# div_unit

div_unit/met3.png
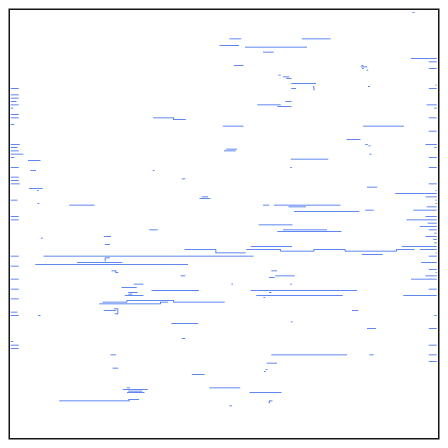

`config.mk`:
```
export PLATFORM = sky130hd
export DESIGN_NAME = div_unit
export DESIGN_NICKNAME = d
export VERILOG_FILES = /design/src/rtl/div_pkg.sv /design/src/rtl/div_step.sv /design/src/rtl/div_unit.sv
export SDC_FILE = /design/constraint.sdc
export NUM_CORES = 1
export LEC_CHECK = 0
export CAP_MARGIN = 20
export CORE_UTILIZATION = 40
export DETAILED_ROUTE_END_ITERATION = 8
export HOLD_SLACK_MARGIN = 0.02
export PLACE_DENSITY_LB_ADDON = 0.1
export SLEW_MARGIN = 20
export SYNTH_ARGS = -nofsm -noshare
export SYNTH_HDL_FRONTEND = slang
export SYNTH_SLANG_ARGS = --single-unit
```
`constraint.sdc`:
```
create_clock -name clk -period 15.1 [get_ports clk]
set_input_delay 3.02 -clock clk [delete_from_list [all_inputs] [get_ports clk]]
set_output_delay 3.02 -clock clk [all_outputs]
set_load 0.03 [all_outputs]
```
`src/rtl/div_pkg.sv`:
```
`default_nettype none
// ============================================================================
// div_pkg : shared types and constants for the div_unit integer divider
// Revision: 1.0
// ============================================================================
package div_pkg;

  typedef enum logic [1:0] {
    S_IDLE = 2'd0,
    S_RUN  = 2'd1,
    S_NORM = 2'd2,
    S_DONE = 2'd3
  } div_state_e;

  // Same bit ordering as the ALU flag nibble
  localparam int FLAG_N = 3;
  localparam int FLAG_Z = 2;
  localparam int FLAG_C = 1;
  localparam int FLAG_V = 0;

  localparam logic [31:0] INT_MIN = 32'h8000_0000;

endpackage
`default_nettype wire

```
`src/rtl/div_step.sv`:
```
`default_nettype none
// ============================================================================
// div_step : one combinational restoring-division iteration
// Revision: 1.0
// ============================================================================
module div_step #(
  parameter int WIDTH = 32
) (
  input  logic [WIDTH-1:0] rem_i,
  input  logic             bit_i,
  input  logic [WIDTH-1:0] dvs_i,
  output logic [WIDTH-1:0] rem_o,
  output logic             qbit_o
);

  logic [WIDTH:0] w_shift;
  logic [WIDTH:0] w_diff;

  // The shifted remainder is always below 2*divisor, so the MSB of the
  // WIDTH+1-bit difference is exactly the sign of the trial subtraction.
  assign w_shift = {rem_i, bit_i};
  assign w_diff  = w_shift - {1'b0, dvs_i};
  assign qbit_o  = ~w_diff[WIDTH];
  assign rem_o   = qbit_o ? w_diff[WIDTH-1:0] : w_shift[WIDTH-1:0];

endmodule
`default_nettype wire

```
`src/rtl/div_unit.sv`:
```
`default_nettype none
// ============================================================================
// div_unit : multi-cycle radix-2 restoring UDIV/SDIV with start/busy/done
// Revision: 1.0
// ============================================================================
module div_unit
  import div_pkg::*;
#(
  parameter int WIDTH = 32
) (
  input  logic             clk,
  input  logic             reset,
  input  logic             Start,
  input  logic             Signed,
  input  logic [WIDTH-1:0] A,
  input  logic [WIDTH-1:0] B,
  output logic             Busy,
  output logic             Done,
  output logic [WIDTH-1:0] Quotient,
  output logic [WIDTH-1:0] Remainder,
  output logic [3:0]       DivFlags
);

  localparam int               CW        = $clog2(WIDTH) + 1;
  localparam logic [CW-1:0]    C_LAST    = CW'(WIDTH - 1);
  localparam logic [WIDTH-1:0] C_INT_MIN = WIDTH'(INT_MIN >> (32 - WIDTH));

  div_state_e       state_q, state_d;
  logic [CW-1:0]    cnt_q;
  logic [WIDTH-1:0] rem_q, dvd_q, dvs_q;
  logic             qsign_q, rsign_q;
  logic [WIDTH-1:0] quo_out_q, rem_out_q;
  logic [3:0]       flags_q;

  logic             w_accept, w_div0, w_ovf;
  logic [WIDTH-1:0] w_a_mag, w_b_mag;
  logic [WIDTH-1:0] w_rem_nxt;
  logic             w_qbit;
  logic             w_load, w_c, w_v;
  logic [WIDTH-1:0] w_quo_ld, w_rem_ld;
  logic [3:0]       w_flags;

  assign w_accept = Start & ((state_q == S_IDLE) | (state_q == S_DONE));
  assign w_div0   = (B == '0);
  assign w_ovf    = Signed & (A == C_INT_MIN) & (B == '1);
  assign w_a_mag  = (Signed & A[WIDTH-1]) ? -A : A;
  assign w_b_mag  = (Signed & B[WIDTH-1]) ? -B : B;

  div_step #(.WIDTH(WIDTH)) u_step (
    .rem_i  (rem_q),
    .bit_i  (dvd_q[WIDTH-1]),
    .dvs_i  (dvs_q),
    .rem_o  (w_rem_nxt),
    .qbit_o (w_qbit)
  );

  always_ff @(posedge clk or posedge reset) begin
    if (reset) state_q <= S_IDLE;
    else       state_q <= state_d;
  end

  always_comb begin
    state_d = state_q;
    unique case (state_q)
      S_IDLE, S_DONE: begin
        if (Start) state_d = (w_div0 | w_ovf) ? S_DONE : S_RUN;
        else       state_d = S_IDLE;
      end
      S_RUN:   if (cnt_q == C_LAST) state_d = S_NORM;
      S_NORM:  state_d = S_DONE;
      default: state_d = S_IDLE;
    endcase
  end

  always_comb begin
    Busy = (state_q == S_RUN) | (state_q == S_NORM);
    Done = (state_q == S_DONE);
  end

  // The dividend register doubles as the quotient: bits shift in at the LSB.
  always_ff @(posedge clk or posedge reset) begin
    if (reset) begin
      cnt_q   <= '0;
      rem_q   <= '0;
      dvd_q   <= '0;
      dvs_q   <= '0;
      qsign_q <= 1'b0;
      rsign_q <= 1'b0;
    end else if (w_accept & ~w_div0 & ~w_ovf) begin
      cnt_q   <= '0;
      rem_q   <= '0;
      dvd_q   <= w_a_mag;
      dvs_q   <= w_b_mag;
      qsign_q <= Signed & (A[WIDTH-1] ^ B[WIDTH-1]);
      rsign_q <= Signed & A[WIDTH-1];
    end else if (state_q == S_RUN) begin
      cnt_q   <= cnt_q + CW'(1);
      rem_q   <= w_rem_nxt;
      dvd_q   <= {dvd_q[WIDTH-2:0], w_qbit};
    end
  end

  always_comb begin
    w_load   = 1'b0;
    w_quo_ld = qsign_q ? -dvd_q : dvd_q;
    w_rem_ld = rsign_q ? -rem_q : rem_q;
    w_c      = 1'b0;
    w_v      = 1'b0;
    if (state_q == S_NORM) begin
      w_load = 1'b1;
    end else if (w_accept & w_div0) begin
      w_load   = 1'b1;
      w_quo_ld = '0;
      w_rem_ld = A;
      w_c      = 1'b1;
    end else if (w_accept & w_ovf) begin
      w_load   = 1'b1;
      w_quo_ld = C_INT_MIN;
      w_rem_ld = '0;
      w_v      = 1'b1;
    end
    w_flags         = 4'b0000;
    w_flags[FLAG_N] = w_quo_ld[WIDTH-1];
    w_flags[FLAG_Z] = (w_quo_ld == '0);
    w_flags[FLAG_C] = w_c;
    w_flags[FLAG_V] = w_v;
  end

  always_ff @(posedge clk or posedge reset) begin
    if (reset) begin
      quo_out_q <= '0;
      rem_out_q <= '0;
      flags_q   <= 4'b0000;
    end else if (w_load) begin
      quo_out_q <= w_quo_ld;
      rem_out_q <= w_rem_ld;
      flags_q   <= w_flags;
    end
  end

  assign Quotient  = quo_out_q;
  assign Remainder = rem_out_q;
  assign DivFlags  = flags_q;

endmodule
`default_nettype wire

```
# digit_serial_comparator

### src/rtl/digit_serial_comparator_pkg.sv
// Shared types and predicate decode for the digit-serial comparator.
// Predicate codes 6 and 7 are reserved and always evaluate to 0.
package cmp_pkg;

  typedef enum logic [2:0] {
    OP_EQ = 3'd0,
    OP_NE = 3'd1,
    OP_LT = 3'd2,
    OP_LE = 3'd3,
    OP_GT = 3'd4,
    OP_GE = 3'd5
  } cmp_op_e;

  typedef enum logic [1:0] {
    IDLE = 2'd0,
    RUN  = 2'd1,
    DONE = 2'd2
  } cmp_state_e;

  function automatic logic pred_eval(input logic [2:0] op, input logic lt, input logic gt);
    logic eq;
    eq = ~lt & ~gt;
    case (op)
      OP_EQ:   pred_eval = eq;
      OP_NE:   pred_eval = ~eq;
      OP_LT:   pred_eval = lt;
      OP_LE:   pred_eval = lt | eq;
      OP_GT:   pred_eval = gt;
      OP_GE:   pred_eval = gt | eq;
      default: pred_eval = 1'b0;
    endcase
  endfunction

endpackage

### src/rtl/digit_serial_comparator_digit.sv
// Combinational single-digit magnitude compare; flip_msb inverts the top bit
// of both digits so two's-complement sign ordering becomes unsigned ordering.
module cmp_digit #(
  parameter int DIGIT = 4
) (
  input  logic [DIGIT-1:0] a_d,
  input  logic [DIGIT-1:0] b_d,
  input  logic             flip_msb,
  output logic             lt_d,
  output logic             gt_d
);

  logic [DIGIT-1:0] w_a;
  logic [DIGIT-1:0] w_b;

  // Conditionally flip the sign bit, then compare magnitudes.
  always_comb begin
    w_a            = a_d;
    w_b            = b_d;
    w_a[DIGIT-1]   = a_d[DIGIT-1] ^ flip_msb;
    w_b[DIGIT-1]   = b_d[DIGIT-1] ^ flip_msb;
    lt_d           = (w_a < w_b);
    gt_d           = (w_a > w_b);
  end

endmodule

### src/rtl/digit_serial_comparator.sv
// Digit-serial signed/unsigned comparator, MSD first, valid/ready on both sides.
// Build macro DIGIT_SERIAL_COMPARATOR_EARLY_EXIT_EN ends the scan at the first differing digit.
module digit_serial_comparator
  import cmp_pkg::*;
#(
  parameter int WIDTH = 32,
  parameter int DIGIT = 4
) (
  input  logic             clk,
  input  logic             rst_n,
  input  logic             in_valid,
  output logic             in_ready,
  input  logic [WIDTH-1:0] a,
  input  logic [WIDTH-1:0] b,
  input  logic [2:0]       op,
  input  logic             signed_en,
  output logic             out_valid,
  input  logic             out_ready,
  output logic             result,
  output logic             out_lt,
  output logic             out_eq
);

  localparam int NDIG = WIDTH / DIGIT;
  localparam int IDXW = $clog2(NDIG + 1);

  if ((WIDTH < 1) || (DIGIT < 1) || (DIGIT > WIDTH) || ((WIDTH % DIGIT) != 0)) begin : g_bad_cfg
    $error("digit_serial_comparator: illegal WIDTH/DIGIT combination");
  end

  cmp_state_e        r_state;
  logic [WIDTH-1:0]  r_a;
  logic [WIDTH-1:0]  r_b;
  logic [2:0]        r_op;
  logic              r_signed;
  logic              r_lt;
  logic              r_gt;
  logic [IDXW-1:0]   r_idx;
  logic              r_in_ready;
  logic              r_out_valid;
  logic              r_result;
  logic              r_out_lt;
  logic              r_out_eq;

  logic              w_flip;
  logic              w_lt_d;
  logic              w_gt_d;
  logic              w_lt_n;
  logic              w_gt_n;
  logic              w_last;
  logic              w_stop;

  cmp_digit #(.DIGIT(DIGIT)) u_digit (
    .a_d      (r_a[WIDTH-1 -: DIGIT]),
    .b_d      (r_b[WIDTH-1 -: DIGIT]),
    .flip_msb (w_flip),
    .lt_d     (w_lt_d),
    .gt_d     (w_gt_d)
  );

  // Next-flag logic: once a decision is taken the flags stay frozen.
  always_comb begin
    w_flip = r_signed & (r_idx == IDXW'(NDIG - 1));
    w_lt_n = r_lt | (~r_gt & w_lt_d);
    w_gt_n = r_gt | (~r_lt & w_gt_d);
    w_last = (r_idx == {IDXW{1'b0}});
`ifdef DIGIT_SERIAL_COMPARATOR_EARLY_EXIT_EN
    w_stop = w_last | w_lt_n | w_gt_n;
`else
    w_stop = w_last;
`endif
  end

  // Control FSM, operand shift registers and registered outputs.
  always_ff @(posedge clk or negedge rst_n) begin
    if (!rst_n) begin
      r_state     <= IDLE;
      r_a         <= {WIDTH{1'b0}};
      r_b         <= {WIDTH{1'b0}};
      r_op        <= 3'd0;
      r_signed    <= 1'b0;
      r_lt        <= 1'b0;
      r_gt        <= 1'b0;
      r_idx       <= {IDXW{1'b0}};
      r_in_ready  <= 1'b1;
      r_out_valid <= 1'b0;
      r_result    <= 1'b0;
      r_out_lt    <= 1'b0;
      r_out_eq    <= 1'b0;
    end else begin
      case (r_state)
        IDLE: begin
          if (in_valid && r_in_ready) begin
            r_a        <= a;
            r_b        <= b;
            r_op       <= op;
            r_signed   <= signed_en;
            r_lt       <= 1'b0;
            r_gt       <= 1'b0;
            r_idx      <= IDXW'(NDIG - 1);
            r_in_ready <= 1'b0;
            r_state    <= RUN;
          end
        end
        RUN: begin
          r_lt <= w_lt_n;
          r_gt <= w_gt_n;
          r_a  <= r_a << DIGIT;
          r_b  <= r_b << DIGIT;
          if (w_stop) begin
            r_state     <= DONE;
            r_out_valid <= 1'b1;
            r_result    <= pred_eval(r_op, w_lt_n, w_gt_n);
            r_out_lt    <= w_lt_n;
            r_out_eq    <= ~w_lt_n & ~w_gt_n;
          end else begin
            r_idx <= r_idx - {{(IDXW-1){1'b0}}, 1'b1};
          end
        end
        DONE: begin
          if (out_ready) begin
            r_out_valid <= 1'b0;
            r_in_ready  <= 1'b1;
            r_state     <= IDLE;
          end
        end
        default: begin
          r_state     <= IDLE;
          r_in_ready  <= 1'b1;
          r_out_valid <= 1'b0;
        end
      endcase
    end
  end

  assign in_ready  = r_in_ready;
  assign out_valid = r_out_valid;
  assign result    = r_result;
  assign out_lt    = r_out_lt;
  assign out_eq    = r_out_eq;

endmodule
### config.mk
export PLATFORM = sky130hd
export DESIGN_NAME = digit_serial_comparator
export DESIGN_NICKNAME = d
export VERILOG_FILES = /design/src/rtl/digit_serial_comparator_pkg.sv /design/src/rtl/digit_serial_comparator_digit.sv /design/src/rtl/digit_serial_comparator.sv
export SDC_FILE = /design/constraint.sdc
export NUM_CORES = 1
export LEC_CHECK = 0
export ABC_AREA = 1
export CORE_UTILIZATION = 43
export DETAILED_ROUTE_END_ITERATION = 12
export PLACE_DENSITY = 0.71
export SYNTH_ARGS = -nofsm -noshare
export SYNTH_HDL_FRONTEND = slang
export SYNTH_SLANG_ARGS = --single-unit
### constraint.sdc
create_clock -name clk -period 1.8 [get_ports clk]
set_input_delay 0.54 -clock clk [delete_from_list [all_inputs] [get_ports clk]]
set_output_delay 0.54 -clock clk [all_outputs]
set_load 0.01 [all_outputs]

## Gallery

Signal wires on met1.
image #1
The bar under the picture is 50 um long. Supply wires on this layer in grey.
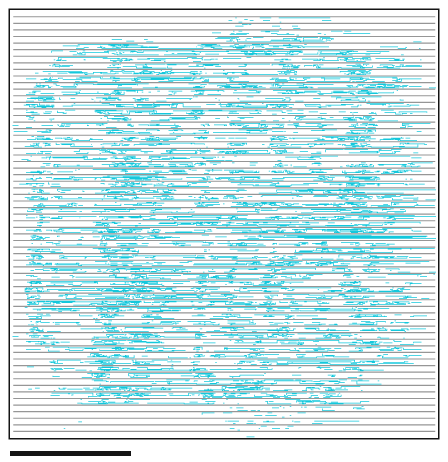
image #2
The bar under the picture is 20 um long. Supply wires on this layer in grey.
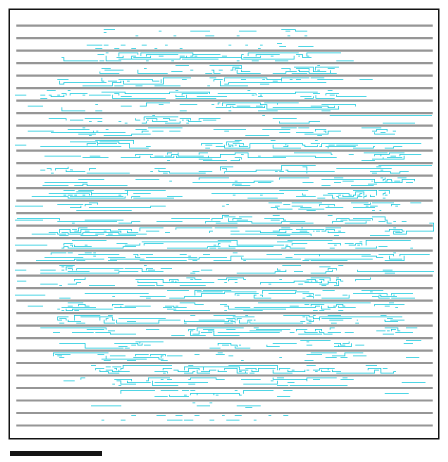
- image #2 = digit_serial_comparator
- image #1 = div_unit

Key to image #1:
The layer holds 48% of the routed length. The longest straight run is 78.2 um. The wires run mostly horizontal.

div_unit/met2.png
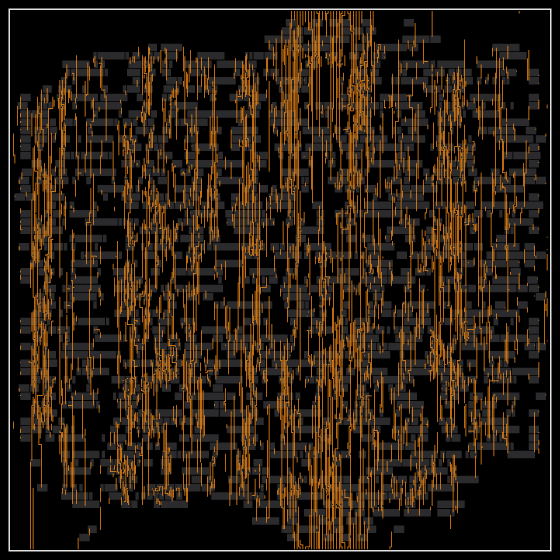
The layer holds 45% of the routed length. The wires run mostly vertical. 1190 nets have wire on it. The longest straight run is 80.9 um.

## Picture notes: div_unit/met3.png
The layer carries 1280 um of wire. The wires run mostly horizontal. The layer holds 4.0% of the routed length. 147 nets have wire on it. The longest straight run is 86.5 um.

==> results.cfg, div_unit <==
; implementation run metrics
[outcome]
outcome = complete, no violations

[logic_synthesis]
synth.avg_cell_area_um2 = 8.27
postSynthSeqShare_pct = 35.4
yosysUniqueCellTypes = 67

[sta]
period_minus_slack_ns = 6.89
finalSetupTns_ns = 0
maxSlewViolCount = 0

[detailed_routing]
m1WireLength_mm = 15.6

[worst_hold_path]
hp-start = qsign_q$_DFFE_PP0P_

[cts]
clockRootBuffer = clkbuf_16
cts_resized = 0
h-tree-depth = 4
cts_post_setup_buffers_inserted = 0
clock_latency_ns = 0.43

[cells_and_area]
syn_to_final_growth_pct = 17.6

[critical_path]
startpoint = B[2]
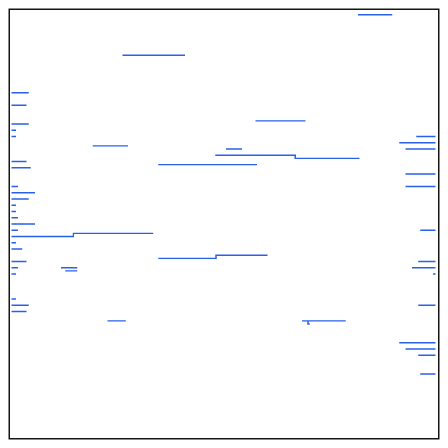
digit_serial_comparator/met3.png
The longest straight run is 21.2 um. 47 nets have wire on it. The wires run mostly horizontal. The layer carries 285 um of wire. The layer holds 3.7% of the routed length.

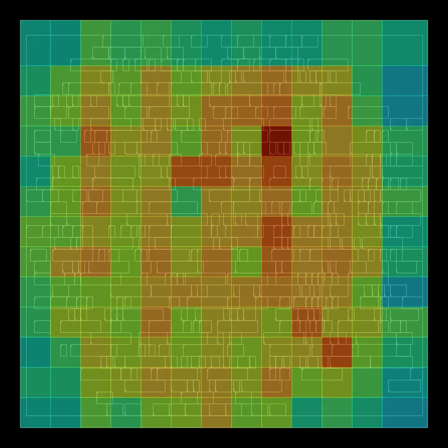
digit_serial_comparator/final_congestion.png
GRT busiest layer: met2
GR Util met1: 26.7%

==> results.cfg, digit_serial_comparator <==
; implementation run metrics
[outcome]
outcome = complete, no violations

[critical_path]
rrSetupSlack_ns = 0.20

[cells_and_area]
fin_util_pct = 60.0
antenna_cells = 0
nets = 553
post-route-cell-area_mm2 = 0.00473

[placed_design]
gp_congestion = 0.762
placed_area_mm2 = 0.00450

[global_route]
grt_overflow = 0
antenna_found_initial = 0

[floorplanning]
dieArea_mm2 = 0.00868

[pwr]
clkPwrFrac_pct = 18.9
power_switching_mw = 2.86
p_comb_mw = 3.18

[sta]
hold_viol = 0
max_slew_margin_pct = 69.6

[logic_synthesis]
top_area_share_pct = 56.0
simple_gate_area_share_pct = 21.6
top_cell = nand2_1
syn_inst = 395

[detailed_routing]
viasPerCell = 5.05
postRouteAntennaNets = 0

[cts]
cts_made_buffers = 9
clk_pin_slew_ns = 0.08
cts_post_setup_buffers_inserted = 0
hold_buffers = 0

# me_search_engine_flat

me_search_engine_flat/met3.png
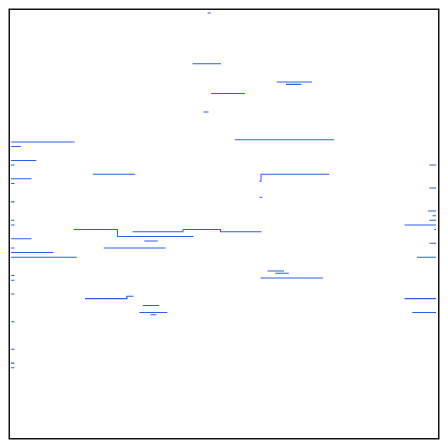

===== src/rtl/me_search_engine_if.sv =====
// Bus bundle for the block-matching engine: control, memory read ports and results.
// Engine side uses modport slave; the memory/controller side uses master.
interface me_search_engine_if #(
    parameter int PIX_W  = 8,
    parameter int BLK    = 16,
    parameter int RANGE  = 8,
    parameter int DIST_W = 16
);
    localparam int SW   = BLK + 2 * RANGE;
    localparam int MV_W = $clog2(2 * RANGE);
    localparam int RA_W = $clog2(BLK * BLK);
    localparam int SA_W = $clog2(SW * SW);

    logic              start;
    logic              abort;
    logic [RA_W-1:0]   addr_r;
    logic [PIX_W-1:0]  r_data;
    logic [SA_W-1:0]   addr_s;
    logic [PIX_W-1:0]  s_data;
    logic              busy;
    logic              completed;
    logic [DIST_W-1:0] best_dist;
    logic [MV_W-1:0]   motion_x;
    logic [MV_W-1:0]   motion_y;

    modport master (
        output start, abort, r_data, s_data,
        input  addr_r, addr_s, busy, completed, best_dist, motion_x, motion_y
    );

    modport slave (
        input  start, abort, r_data, s_data,
        output addr_r, addr_s, busy, completed, best_dist, motion_x, motion_y
    );
endinterface


===== src/rtl/me_search_engine.sv =====
// Full-search SAD motion estimator over a (BLK+2*RANGE)^2 window.
// Latency: NCAND*(BLK*BLK+2) cycles per search (less with EARLY_TERM).
// Backpressure: none; start while busy is ignored, abort cancels.
module me_search_engine #(
    parameter int PIX_W      = 8,
    parameter int BLK        = 16,
    parameter int RANGE      = 8,
    parameter int DIST_W     = 16,
    parameter bit EARLY_TERM = 1'b0
) (
    input logic              clock,
    input logic              reset_n,
    me_search_engine_if.slave bus
);
    localparam int SW   = BLK + 2 * RANGE;
    localparam int NOFF = 2 * RANGE;
    localparam int MV_W = $clog2(NOFF);
    localparam int RA_W = $clog2(BLK * BLK);
    localparam int SA_W = $clog2(SW * SW);
    localparam int PC_W = $clog2(BLK);
    localparam logic [DIST_W-1:0] DMAX = '1;

    typedef enum logic [2:0] {IDLE, ISSUE, LAST, CMP, DONE} state_t;

    state_t            state_q, state_d;
    logic [PC_W-1:0]   px_q, py_q, px_d, py_d;
    logic [MV_W-1:0]   ox_q, oy_q, ox_d, oy_d;
    logic [MV_W-1:0]   mvx_q, mvy_q, mvx_d, mvy_d;
    logic [DIST_W-1:0] acc_q, acc_d, best_q, best_d;
    logic              best_vld_q, best_vld_d;
    logic              rd_vld_q, rd_vld_d;
    logic [RA_W-1:0]   ra_hold_q, ra_cur;
    logic [SA_W-1:0]   sa_hold_q, sa_cur;

    logic [PIX_W-1:0]  diff;
    logic [DIST_W:0]   sum;
    logic [DIST_W-1:0] acc_sat;
    logic              last_pix, last_cand, busy_int, reject, go_next;

    assign ra_cur = RA_W'(int'(py_q) * BLK + int'(px_q));
    assign sa_cur = SA_W'((int'(oy_q) + int'(py_q)) * SW + int'(ox_q) + int'(px_q));

    assign diff    = (bus.r_data >= bus.s_data) ? (bus.r_data - bus.s_data)
                                                : (bus.s_data - bus.r_data);
    assign sum     = {1'b0, acc_q} + (DIST_W+1)'(diff);
    assign acc_sat = sum[DIST_W] ? DMAX : sum[DIST_W-1:0];

    assign last_pix  = (px_q == PC_W'(BLK - 1)) && (py_q == PC_W'(BLK - 1));
    assign last_cand = (ox_q == MV_W'(NOFF - 1)) && (oy_q == MV_W'(NOFF - 1));
    assign busy_int  = (state_q == ISSUE) || (state_q == LAST) || (state_q == CMP);
    // A partial SAD already at or above the best can never win under strict <.
    assign reject    = EARLY_TERM && rd_vld_q && best_vld_q && (acc_sat >= best_q);

    always_comb begin
        state_d    = state_q;
        px_d       = px_q;
        py_d       = py_q;
        ox_d       = ox_q;
        oy_d       = oy_q;
        mvx_d      = mvx_q;
        mvy_d      = mvy_q;
        acc_d      = rd_vld_q ? acc_sat : acc_q;
        best_d     = best_q;
        best_vld_d = best_vld_q;
        rd_vld_d   = 1'b0;
        go_next    = 1'b0;

        case (state_q)
            IDLE, DONE: begin
                if (bus.start && !bus.abort) begin
                    state_d    = ISSUE;
                    best_vld_d = 1'b0;
                    px_d       = '0;
                    py_d       = '0;
                    ox_d       = '0;
                    oy_d       = '0;
                    acc_d      = '0;
                end
            end
            ISSUE: begin
                rd_vld_d = 1'b1;
                if (last_pix) begin
                    state_d = LAST;
                end else if (px_q == PC_W'(BLK - 1)) begin
                    px_d = '0;
                    py_d = py_q + 1'b1;
                end else begin
                    px_d = px_q + 1'b1;
                end
            end
            LAST: state_d = CMP;
            CMP: begin
                if (!best_vld_q || acc_q < best_q) begin
                    best_vld_d = 1'b1;
                    best_d     = acc_q;
                    mvx_d      = ox_q - MV_W'(RANGE);
                    mvy_d      = oy_q - MV_W'(RANGE);
                end
                go_next = 1'b1;
            end
            default: state_d = IDLE;
        endcase

        if (reject) begin
            rd_vld_d = 1'b0;
            go_next  = 1'b1;
        end

        if (go_next) begin
            acc_d = '0;
            px_d  = '0;
            py_d  = '0;
            if (last_cand) begin
                state_d = DONE;
            end else begin
                state_d = ISSUE;
                if (ox_q == MV_W'(NOFF - 1)) begin
                    ox_d = '0;
                    oy_d = oy_q + 1'b1;
                end else begin
                    ox_d = ox_q + 1'b1;
                end
            end
        end

        // Abort leaves the reported result exactly as it was.
        if (bus.abort && busy_int) begin
            state_d    = IDLE;
            rd_vld_d   = 1'b0;
            acc_d      = '0;
            best_d     = best_q;
            best_vld_d = best_vld_q;
            mvx_d      = mvx_q;
            mvy_d      = mvy_q;
        end
    end

    always_ff @(posedge clock or negedge reset_n) begin
        if (!reset_n) begin
            state_q    <= IDLE;
            px_q       <= '0;
            py_q       <= '0;
            ox_q       <= '0;
            oy_q       <= '0;
            mvx_q      <= '0;
            mvy_q      <= '0;
            acc_q      <= '0;
            best_q     <= '0;
            best_vld_q <= 1'b0;
            rd_vld_q   <= 1'b0;
            ra_hold_q  <= '0;
            sa_hold_q  <= '0;
        end else begin
            state_q    <= state_d;
            px_q       <= px_d;
            py_q       <= py_d;
            ox_q       <= ox_d;
            oy_q       <= oy_d;
            mvx_q      <= mvx_d;
            mvy_q      <= mvy_d;
            acc_q      <= acc_d;
            best_q     <= best_d;
            best_vld_q <= best_vld_d;
            rd_vld_q   <= rd_vld_d;
            if (state_q == ISSUE) begin
                ra_hold_q <= ra_cur;
                sa_hold_q <= sa_cur;
            end
        end
    end

    assign bus.addr_r    = (state_q == ISSUE) ? ra_cur : ra_hold_q;
    assign bus.addr_s    = (state_q == ISSUE) ? sa_cur : sa_hold_q;
    assign bus.busy      = busy_int;
    assign bus.completed = (state_q == DONE);
    assign bus.best_dist = best_q;
    assign bus.motion_x  = mvx_q;
    assign bus.motion_y  = mvy_q;
endmodule


===== src/flat_wrapper.sv =====
// flat-port wrapper written by rule: the top's interface ports become plain ports
module me_search_engine_flat 
#(
    parameter int PIX_W      = 8,
    parameter int BLK        = 16,
    parameter int RANGE      = 8,
    parameter int DIST_W     = 16,
    parameter bit EARLY_TERM = 1'b0
)
  (clock, reset_n, bus_start, bus_abort, bus_r_data, bus_s_data, bus_addr_r, bus_addr_s, bus_busy, bus_completed, bus_best_dist, bus_motion_x, bus_motion_y);
  me_search_engine_if #(.PIX_W(PIX_W), .BLK(BLK), .RANGE(RANGE), .DIST_W(DIST_W)) bus_i ();
  input logic clock;
  input logic reset_n;
  input wire logic [$bits(bus_i.start)-1:0] bus_start;
  input wire logic [$bits(bus_i.abort)-1:0] bus_abort;
  input wire logic [$bits(bus_i.r_data)-1:0] bus_r_data;
  input wire logic [$bits(bus_i.s_data)-1:0] bus_s_data;
  output wire logic [$bits(bus_i.addr_r)-1:0] bus_addr_r;
  output wire logic [$bits(bus_i.addr_s)-1:0] bus_addr_s;
  output wire logic [$bits(bus_i.busy)-1:0] bus_busy;
  output wire logic [$bits(bus_i.completed)-1:0] bus_completed;
  output wire logic [$bits(bus_i.best_dist)-1:0] bus_best_dist;
  output wire logic [$bits(bus_i.motion_x)-1:0] bus_motion_x;
  output wire logic [$bits(bus_i.motion_y)-1:0] bus_motion_y;
  assign bus_i.start = bus_start;
  assign bus_i.abort = bus_abort;
  assign bus_i.r_data = bus_r_data;
  assign bus_i.s_data = bus_s_data;
  assign bus_addr_r = bus_i.addr_r;
  assign bus_addr_s = bus_i.addr_s;
  assign bus_busy = bus_i.busy;
  assign bus_completed = bus_i.completed;
  assign bus_best_dist = bus_i.best_dist;
  assign bus_motion_x = bus_i.motion_x;
  assign bus_motion_y = bus_i.motion_y;
  me_search_engine #(.PIX_W(PIX_W), .BLK(BLK), .RANGE(RANGE), .DIST_W(DIST_W), .EARLY_TERM(EARLY_TERM)) u_core (.clock(clock), .reset_n(reset_n), .bus(bus_i));
endmodule

===== config.mk =====
export PLATFORM = sky130hd
export DESIGN_NAME = me_search_engine_flat
export DESIGN_NICKNAME = d
export VERILOG_FILES = /design/src/rtl/me_search_engine_if.sv /design/src/rtl/me_search_engine.sv /design/src/flat_wrapper.sv
export SDC_FILE = /design/constraint.sdc
export NUM_CORES = 1
export LEC_CHECK = 0
export CORE_MARGIN = 2
export CORE_UTILIZATION = 34
export CTS_BUF_LIST = sky130_fd_sc_hd__clkbuf_2
export CTS_CLUSTER_SIZE = 10
export DETAILED_ROUTE_END_ITERATION = 8
export GPL_TIMING_DRIVEN = 1
export REMOVE_ABC_BUFFERS = 1
export SLEW_MARGIN = 20
export SYNTH_ARGS = -nofsm -noshare
export SYNTH_HDL_FRONTEND = slang
export SYNTH_SLANG_ARGS = --single-unit

===== constraint.sdc =====
create_clock -name clock -period 5.3 [get_ports clock]
set_input_delay 1.325 -clock clock [delete_from_list [all_inputs] [get_ports clock]]
set_output_delay 1.325 -clock clock [all_outputs]
set_load 0.02 [all_outputs]

# enc_quad_frontend

--- src/rtl/enc_pkg.sv ---
// Quadrature encoder shared definitions: Gray-code state encodings, direction polarity, default timing.
// Also used by encoder_mmio, so the count direction polarity is defined in one place.
package enc_pkg;

  typedef enum logic [1:0] {
    QS_00 = 2'b00,
    QS_10 = 2'b10,
    QS_11 = 2'b11,
    QS_01 = 2'b01
  } quad_state_e;

  localparam logic DIR_UP   = 1'b1;
  localparam logic DIR_DOWN = 1'b0;

  localparam int SYNC_STAGES_DEF   = 2;
  localparam int FILTER_CYCLES_DEF = 4;

  // Successor of a {A,B} state in the forward (A leads B) sequence.
  function automatic logic [1:0] qs_fwd_next(input logic [1:0] qs);
    unique case (qs)
      QS_00:   return QS_10;
      QS_10:   return QS_11;
      QS_11:   return QS_01;
      default: return QS_00;
    endcase
  endfunction

endpackage

--- src/rtl/enc_glitch_filter.sv ---
// Purpose: per-channel synchroniser plus stable-count glitch filter with discard strobe.
// Latency: SYNC_STAGES + FILTER_CYCLES clocks from pin edge to filt change; bypass loads filt from s directly.
// Backpressure: none, free-running every clock.
module enc_glitch_filter
  import enc_pkg::*;
#(
  parameter int SYNC_STAGES   = SYNC_STAGES_DEF,
  parameter int FILTER_CYCLES = FILTER_CYCLES_DEF,
  parameter int FCNT_W        = $clog2(FILTER_CYCLES + 1)
) (
  input  logic aclk,
  input  logic aresetn,
  input  logic pin,
  input  logic bypass,
  output logic s,
  output logic filt,
  output logic discard
);

  logic [SYNC_STAGES-1:0] sync_q;
  logic [FCNT_W-1:0]      cnt;

  assign s = sync_q[SYNC_STAGES-1];

  // A pending change was abandoned: the synchronised level fell back before the count completed.
  assign discard = !bypass && (s == filt) && (cnt != '0);

  always_ff @(posedge aclk or negedge aresetn) begin
    if (!aresetn) begin
      sync_q <= '0;
    end else begin
      sync_q <= {sync_q[SYNC_STAGES-2:0], pin};
    end
  end

  always_ff @(posedge aclk or negedge aresetn) begin
    if (!aresetn) begin
      filt <= 1'b0;
      cnt  <= '0;
    end else if (bypass) begin
      filt <= s;
      cnt  <= '0;
    end else if (s != filt) begin
      if (cnt == FCNT_W'(FILTER_CYCLES - 1)) begin
        filt <= s;
        cnt  <= '0;
      end else begin
        cnt <= cnt + FCNT_W'(1);
      end
    end else begin
      cnt <= '0;
    end
  end

endmodule

--- src/rtl/enc_quad_frontend.sv ---
// Purpose: encoder pin conditioning and quadrature decode into step_up/step_down/qerr pulses (ENC_GLITCH_CNT_EN adds glitch counter).
// Latency: SYNC_STAGES+FILTER_CYCLES+1 clocks from pin edge to pulse (7 with defaults).
// Backpressure: none; enable=0 suppresses pulses while filtering and state tracking continue.
module enc_quad_frontend
  import enc_pkg::*;
#(
  parameter int SYNC_STAGES   = SYNC_STAGES_DEF,
  parameter int FILTER_CYCLES = FILTER_CYCLES_DEF
) (
  input  logic        aclk,
  input  logic        aresetn,
  input  logic        enc_a,
  input  logic        enc_b,
  input  logic        enable,
  output logic        a_filt,
  output logic        b_filt,
  output logic [1:0]  quad_state,
  output logic        step_up,
  output logic        step_down,
  output logic        dir,
  output logic        qerr,
`ifdef ENC_GLITCH_CNT_EN
  input  logic        glitch_clr,
  output logic [15:0] glitch_cnt,
`endif
  output logic        primed
);

  localparam int FCNT_W      = $clog2(FILTER_CYCLES + 1);
  localparam int INIT_CYCLES = SYNC_STAGES + FILTER_CYCLES;
  localparam int ICNT_W      = $clog2(INIT_CYCLES);

  logic              s_a, s_b;
  logic              disc_a, disc_b;
  logic [ICNT_W-1:0] icnt;
  logic              prime_done;
  logic [1:0]        new_qs;
  logic              is_fwd, is_rev, is_err;

  enc_glitch_filter #(
    .SYNC_STAGES  (SYNC_STAGES),
    .FILTER_CYCLES(FILTER_CYCLES),
    .FCNT_W       (FCNT_W)
  ) u_filt_a (
    .aclk   (aclk),
    .aresetn(aresetn),
    .pin    (enc_a),
    .bypass (!primed),
    .s      (s_a),
    .filt   (a_filt),
    .discard(disc_a)
  );

  enc_glitch_filter #(
    .SYNC_STAGES  (SYNC_STAGES),
    .FILTER_CYCLES(FILTER_CYCLES),
    .FCNT_W       (FCNT_W)
  ) u_filt_b (
    .aclk   (aclk),
    .aresetn(aresetn),
    .pin    (enc_b),
    .bypass (!primed),
    .s      (s_b),
    .filt   (b_filt),
    .discard(disc_b)
  );

  assign prime_done = !primed && (icnt == ICNT_W'(INIT_CYCLES - 1));

  always_ff @(posedge aclk or negedge aresetn) begin
    if (!aresetn) begin
      icnt   <= '0;
      primed <= 1'b0;
    end else if (prime_done) begin
      primed <= 1'b1;
    end else if (!primed) begin
      icnt <= icnt + ICNT_W'(1);
    end
  end

  always_comb begin
    new_qs = {a_filt, b_filt};
    is_fwd = (new_qs == qs_fwd_next(quad_state));
    is_rev = (quad_state == qs_fwd_next(new_qs));
    is_err = (new_qs == ~quad_state);
  end

  always_ff @(posedge aclk or negedge aresetn) begin
    if (!aresetn) begin
      quad_state <= QS_00;
      step_up    <= 1'b0;
      step_down  <= 1'b0;
      qerr       <= 1'b0;
      dir        <= DIR_UP;
    end else begin
      step_up   <= 1'b0;
      step_down <= 1'b0;
      qerr      <= 1'b0;
      if (prime_done) begin
        // Filters are still in bypass on this edge, so capture the level they are loading.
        quad_state <= {s_a, s_b};
      end else if (primed) begin
        quad_state <= new_qs;
        if (enable) begin
          step_up   <= is_fwd;
          step_down <= is_rev;
          qerr      <= is_err;
          if (is_fwd) begin
            dir <= DIR_UP;
          end else if (is_rev) begin
            dir <= DIR_DOWN;
          end
        end
      end
    end
  end

`ifdef ENC_GLITCH_CNT_EN
  logic [16:0] glitch_sum;

  assign glitch_sum = {1'b0, glitch_cnt} + 17'(disc_a) + 17'(disc_b);

  always_ff @(posedge aclk or negedge aresetn) begin
    if (!aresetn) begin
      glitch_cnt <= '0;
    end else if (glitch_clr) begin
      glitch_cnt <= '0;
    end else if (glitch_sum[16]) begin
      glitch_cnt <= 16'hFFFF;
    end else begin
      glitch_cnt <= glitch_sum[15:0];
    end
  end
`else
  logic unused_disc;
  assign unused_disc = disc_a | disc_b;
`endif

endmodule
--- config.mk ---
export PLATFORM = sky130hd
export DESIGN_NAME = enc_quad_frontend
export DESIGN_NICKNAME = d
export VERILOG_FILES = /design/src/rtl/enc_pkg.sv /design/src/rtl/enc_glitch_filter.sv /design/src/rtl/enc_quad_frontend.sv
export SDC_FILE = /design/constraint.sdc
export NUM_CORES = 1
export LEC_CHECK = 0
export ABC_CLOCK_PERIOD_IN_PS = 1800
export CORE_MARGIN = 1.5
export CORE_UTILIZATION = 40
export DETAILED_ROUTE_END_ITERATION = 16
export PLACE_DENSITY_LB_ADDON = 0.12
export REMOVE_ABC_BUFFERS = 1
export SLEW_MARGIN = 10
export SYNTH_ARGS = -nofsm -noshare
export SYNTH_HDL_FRONTEND = slang
export SYNTH_SLANG_ARGS = --single-unit
--- constraint.sdc ---
create_clock -name aclk -period 1.8 [get_ports aclk]
set_clock_uncertainty 0.15 [all_clocks]
set_input_delay 0.36 -clock aclk [delete_from_list [all_inputs] [get_ports aclk]]
set_output_delay 0.36 -clock aclk [all_outputs]
set_load 0.005 [all_outputs]
# condlogic_mc

**src/rtl/arm_pkg.sv**
```systemverilog
// rtl/arm_pkg.sv - shared ARM condition-code and NZCV flag definitions
package arm_pkg;

  localparam logic [3:0] COND_EQ = 4'b0000;
  localparam logic [3:0] COND_NE = 4'b0001;
  localparam logic [3:0] COND_CS = 4'b0010;
  localparam logic [3:0] COND_CC = 4'b0011;
  localparam logic [3:0] COND_MI = 4'b0100;
  localparam logic [3:0] COND_PL = 4'b0101;
  localparam logic [3:0] COND_VS = 4'b0110;
  localparam logic [3:0] COND_VC = 4'b0111;
  localparam logic [3:0] COND_HI = 4'b1000;
  localparam logic [3:0] COND_LS = 4'b1001;
  localparam logic [3:0] COND_GE = 4'b1010;
  localparam logic [3:0] COND_LT = 4'b1011;
  localparam logic [3:0] COND_GT = 4'b1100;
  localparam logic [3:0] COND_LE = 4'b1101;
  localparam logic [3:0] COND_AL = 4'b1110;
  localparam logic [3:0] COND_NV = 4'b1111;

  localparam int N_IDX = 3;
  localparam int Z_IDX = 2;
  localparam int C_IDX = 1;
  localparam int V_IDX = 0;

endpackage

```
**src/rtl/condcheck.sv**
```systemverilog
// rtl/condcheck.sv - combinational ARM condition evaluation from Cond and NZCV
module condcheck
  import arm_pkg::*;
#(
  parameter bit COND_NV_PASS = 1'b1
) (
  input  logic [3:0] Cond,
  input  logic [3:0] Flags,
  output logic       CondEx
);

  logic n, z, c, v;

  assign n = Flags[N_IDX];
  assign z = Flags[Z_IDX];
  assign c = Flags[C_IDX];
  assign v = Flags[V_IDX];

  always_comb begin
    CondEx = 1'b0;
    case (Cond)
      COND_EQ: CondEx = z;
      COND_NE: CondEx = ~z;
      COND_CS: CondEx = c;
      COND_CC: CondEx = ~c;
      COND_MI: CondEx = n;
      COND_PL: CondEx = ~n;
      COND_VS: CondEx = v;
      COND_VC: CondEx = ~v;
      COND_HI: CondEx = c & ~z;
      COND_LS: CondEx = ~c | z;
      COND_GE: CondEx = (n == v);
      COND_LT: CondEx = (n != v);
      COND_GT: CondEx = ~z & (n == v);
      COND_LE: CondEx = z | (n != v);
      COND_AL: CondEx = 1'b1;
      COND_NV: CondEx = COND_NV_PASS;
      default: CondEx = 1'b0;
    endcase
  end

endmodule

```
**src/rtl/condlogic_mc.sv**
```systemverilog
// rtl/condlogic_mc.sv - multicycle ARM condition unit: NZCV flags, delayed pass bit, gated strobes
module condlogic_mc
  import arm_pkg::*;
#(
  parameter logic [3:0] FLAGS_RST    = 4'b0000,
  parameter bit         COND_NV_PASS = 1'b1
) (
  input  logic       clk,
  input  logic       reset,
  input  logic [3:0] Cond,
  input  logic [3:0] ALUFlags,
  input  logic [1:0] FlagW,
  input  logic       PCS,
  input  logic       NextPC,
  input  logic       RegW,
  input  logic       MemW,
  output logic       PCWrite,
  output logic       RegWrite,
  output logic       MemWrite,
  output logic [3:0] Flags
);

  logic [3:0] flags_q, flags_d;
  logic       cond_ex_d_q, cond_ex_d_d;
  logic       cond_ex;
  logic       wr_nz, wr_cv;

  condcheck #(
    .COND_NV_PASS(COND_NV_PASS)
  ) u_condcheck (
    .Cond  (Cond),
    .Flags (flags_q),
    .CondEx(cond_ex)
  );

  // FlagW gates first so an unknown Cond cannot corrupt flags when no write is requested
  assign wr_nz = FlagW[1] & cond_ex;
  assign wr_cv = FlagW[0] & cond_ex;

  always_comb begin
    flags_d = flags_q;
    if (wr_nz) begin
      flags_d[N_IDX] = ALUFlags[N_IDX];
      flags_d[Z_IDX] = ALUFlags[Z_IDX];
    end
    if (wr_cv) begin
      flags_d[C_IDX] = ALUFlags[C_IDX];
      flags_d[V_IDX] = ALUFlags[V_IDX];
    end
    cond_ex_d_d = cond_ex;
  end

  always_ff @(posedge clk or posedge reset) begin
    if (reset) begin
      flags_q     <= FLAGS_RST;
      cond_ex_d_q <= 1'b0;
    end else begin
      flags_q     <= flags_d;
      cond_ex_d_q <= cond_ex_d_d;
    end
  end

  assign PCWrite  = (PCS & cond_ex_d_q) | NextPC;
  assign RegWrite = RegW & cond_ex_d_q;
  assign MemWrite = MemW & cond_ex_d_q;
  assign Flags    = flags_q;

endmodule

```
**config.mk**
```make
export PLATFORM = sky130hd
export DESIGN_NAME = condlogic_mc
export DESIGN_NICKNAME = d
export VERILOG_FILES = /design/src/rtl/arm_pkg.sv /design/src/rtl/condcheck.sv /design/src/rtl/condlogic_mc.sv
export SDC_FILE = /design/constraint.sdc
export NUM_CORES = 1
export LEC_CHECK = 0
export CORE_AREA = 5 5 42 44
export DETAILED_ROUTE_END_ITERATION = 12
export DIE_AREA = 0 0 47 49
export DONT_BUFFER_PORTS = 1
export PLACE_DENSITY = 0.43
export SYNTH_ARGS = -nofsm -noshare
export SYNTH_HDL_FRONTEND = slang
export SYNTH_HIERARCHICAL = 1
export SYNTH_SLANG_ARGS = --single-unit
```
**constraint.sdc**
```tcl
create_clock -name clk -period 2.25 [get_ports clk]
set_input_delay 0.225 -clock clk [delete_from_list [all_inputs] [get_ports clk]]
set_output_delay 0.225 -clock clk [all_outputs]
set_load 0.1 [all_outputs]
```

==> layout pictures side by side <==
Signal wires on met1.
shot_01.png
The bar under the picture is 50 um long. Supply wires on this layer in grey.
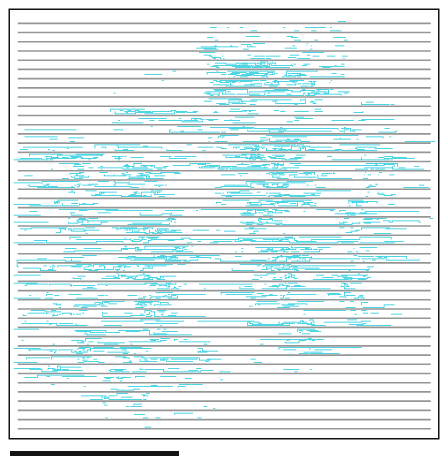
shot_02.png
The bar under the picture is 10 um long. Supply wires on this layer in grey.
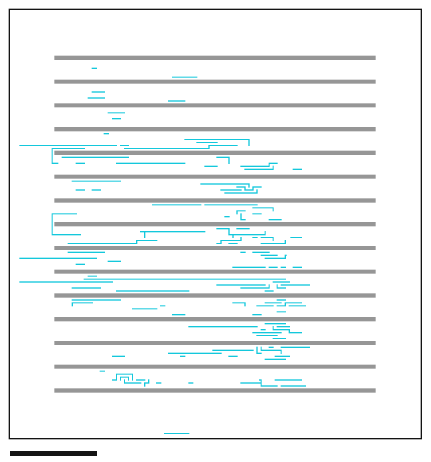
shot_03.png
The bar under the picture is 20 um long. Supply wires on this layer in grey.
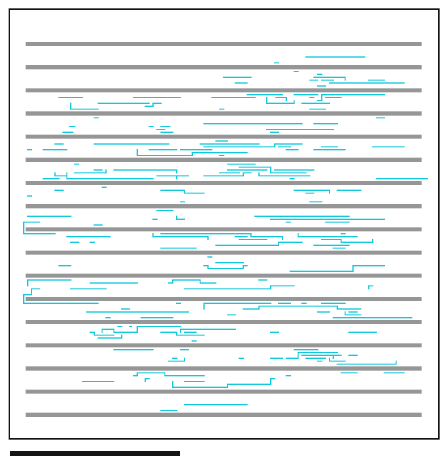
The one with the largest die is shot_01.png.
me_search_engine_flat -> shot_01.png
condlogic_mc -> shot_02.png
enc_quad_frontend -> shot_03.png

condlogic_mc/met2.png
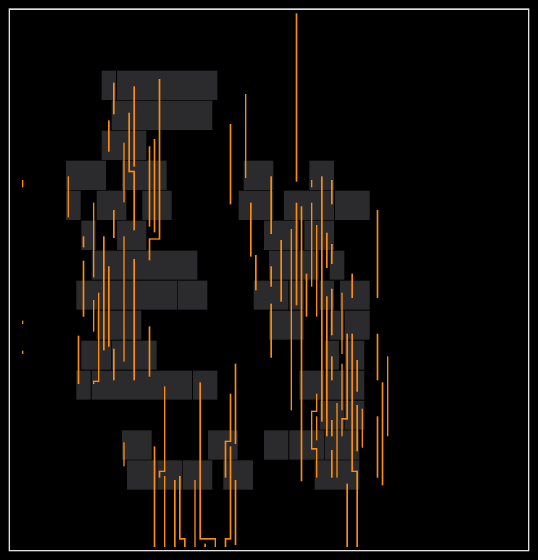
The longest straight run is 24.8 um. The layer holds 52% of the routed length. The layer carries 518 um of wire. The wires run mostly vertical.

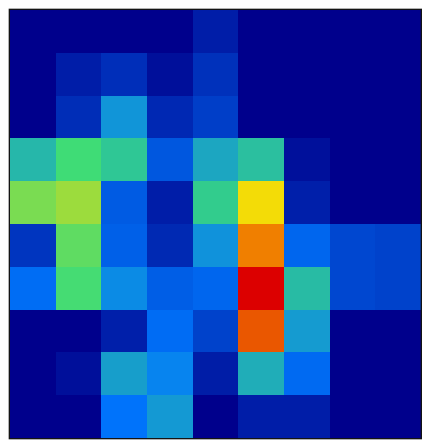
condlogic_mc/wire_density.png
The die is cut into 9 by 10 equal tiles; dark blue is low, red is high, scaled to the fullest tile. Values are wire area over tile area, all layers added.
The emptiest ninth of the die: top right. 38% of the tiles are nearly empty. The mean over all tiles is 0.071. The fullest tile reaches 0.41. 10% of the tiles are over half the peak.

==> results.cfg, condlogic_mc <==
; implementation run metrics
[placed_design]
placedCellCount = 65
numPortBuffers = 0

[detailed_routing]
vias = 359
m1WireLength_um = 358

[floorplanning]
core_area_mm2 = 0.00140

[cts]
hold_buffers = 1
cts_buffer_depth = 2
h-tree-depth = 1
clock_latency_ns = 0.23

[logic_synthesis]
netlist_top_cells_count = dfrtp_1, mux2_2, nand2_1
synthTopLogicFamily = simple AND/OR/NAND/NOR gates
xor_area_share_pct = 8.70
top_area_cell = dfrtp_1

[cells_and_area]
syn_to_final_growth_pct = 22.7
stdcell_count = 70
logic_gates = 35
clk_share_pct = 5.32
nets = 71
largest_reg_flops = 4

[critical_path]
arrival_ns = 1.91

[sta]
finalSetupTns_ns = 0

[outcome]
outcome = complete, no violations
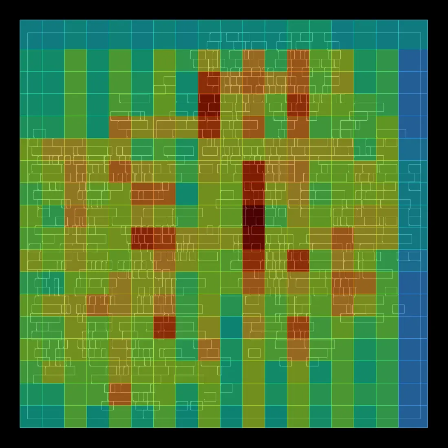
me_search_engine_flat/final_congestion.png
GR Util met1: 19.3%
Final Core Density: 41.3%

## Picture notes: me_search_engine_flat/met3.png
The longest straight run is 29.0 um. The wires run mostly horizontal. The layer carries 369 um of wire. The layer holds 3.4% of the routed length. 44 nets have wire on it.

==> results.cfg, me_search_engine_flat <==
; implementation run metrics
[cells_and_area]
area_dominant_class = combinational gates
seq_share_pct = 32.8
mostFrequentLayoutCell = dfrtp_1
clk_share_pct = 2.20

[critical_path]
rrSetupSlack_ns = 2.16
worst-path-stages = 18
cp_max_fo = 6

[detailed_routing]
dr_wl_met3_um = 369
m1WireLength_mm = 5.11
viasPerCell = 5.11
wl_met2_mm = 5.39

[floorplanning]
core_area_mm2 = 0.0146
row_count = 44

[logic_synthesis]
yosysUniqueCellTypes = 53
top_cells_by_area = dfrtp_1, ha_1, mux2_4
mux_share_pct = 9.20
syn_inst = 520

[sta]
worst_slew_pin_slew_ns = 1.06
finalSetupTns_ns = 0
clock_skew_ns = 0.0209
period_minus_slack_ns = 4.76
maxSlewViolCount = 0

[cts]
hold_buffers = 0

[worst_hold_path]
hold_depth = 2
min_to = u_core.ra_hold_q[2]$_DFF_PN0_
hp-start = u_core.ra_hold_q[2]$_DFF_PN0_

[global_route]
busiest_layer = met2
antenna_found_initial = 0
grt_pass1_vias = 4005

[outcome]
outcome = complete, no violations

[placed_design]
hpwlAfterDp_mm = 8.14
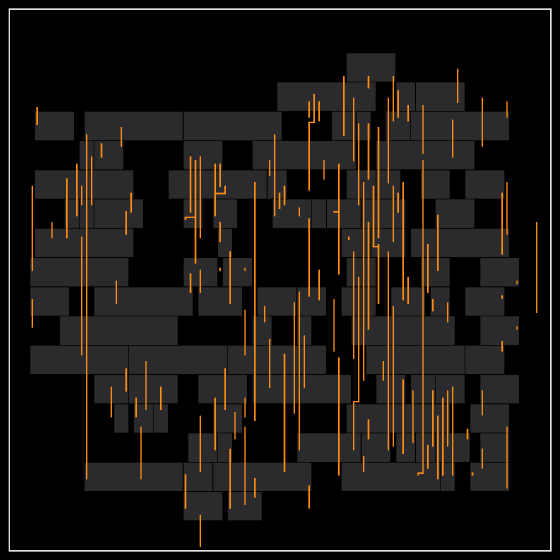
enc_quad_frontend/met2.png
The layer carries 623 um of wire. 90 nets have wire on it. The wires run mostly vertical. The layer holds 46% of the routed length.

==> results.cfg, enc_quad_frontend <==
; implementation run metrics
[cells_and_area]
fin_util_pct = 57.6
sh_comb_area_pct = 28.1
antenna_cells = 0

[floorplanning]
fp_util_pct = 44.1
io_pins = 14

[sta]
timing.fmax_mhz = 576
post-route-period-util_pct = 96.5

[logic_synthesis]
top_cells_by_area = dfrtp_1, ha_1, xnor2_1
top_area_cell = dfrtp_1
top_area_share_pct = 58.9
netlist_top_cells_count = dfrtp_1, nand2_1, ha_1, o21ai_1, xnor2_1
synthArstFlopShare_pct = 100
ys.flop_type = dfrtp_1
simple_gate_area_share_pct = 13.3

[placed_design]
hpwlAfterDp_um = 964
gp_congestion = 0.695

[global_route]
grt_max_degree = 23
busiest_layer = met2

[outcome]
outcome = complete, no violations

[detailed_routing]
dr_wl_met3_um = 87
drtIter0Drc = 2

[worst_hold_path]
min_to = u_filt_b.sync_q[1]$_DFF_PN0_

[cts]
clockRootBuffer = clkbuf_4
cts_post_setup_buffers_inserted = 2

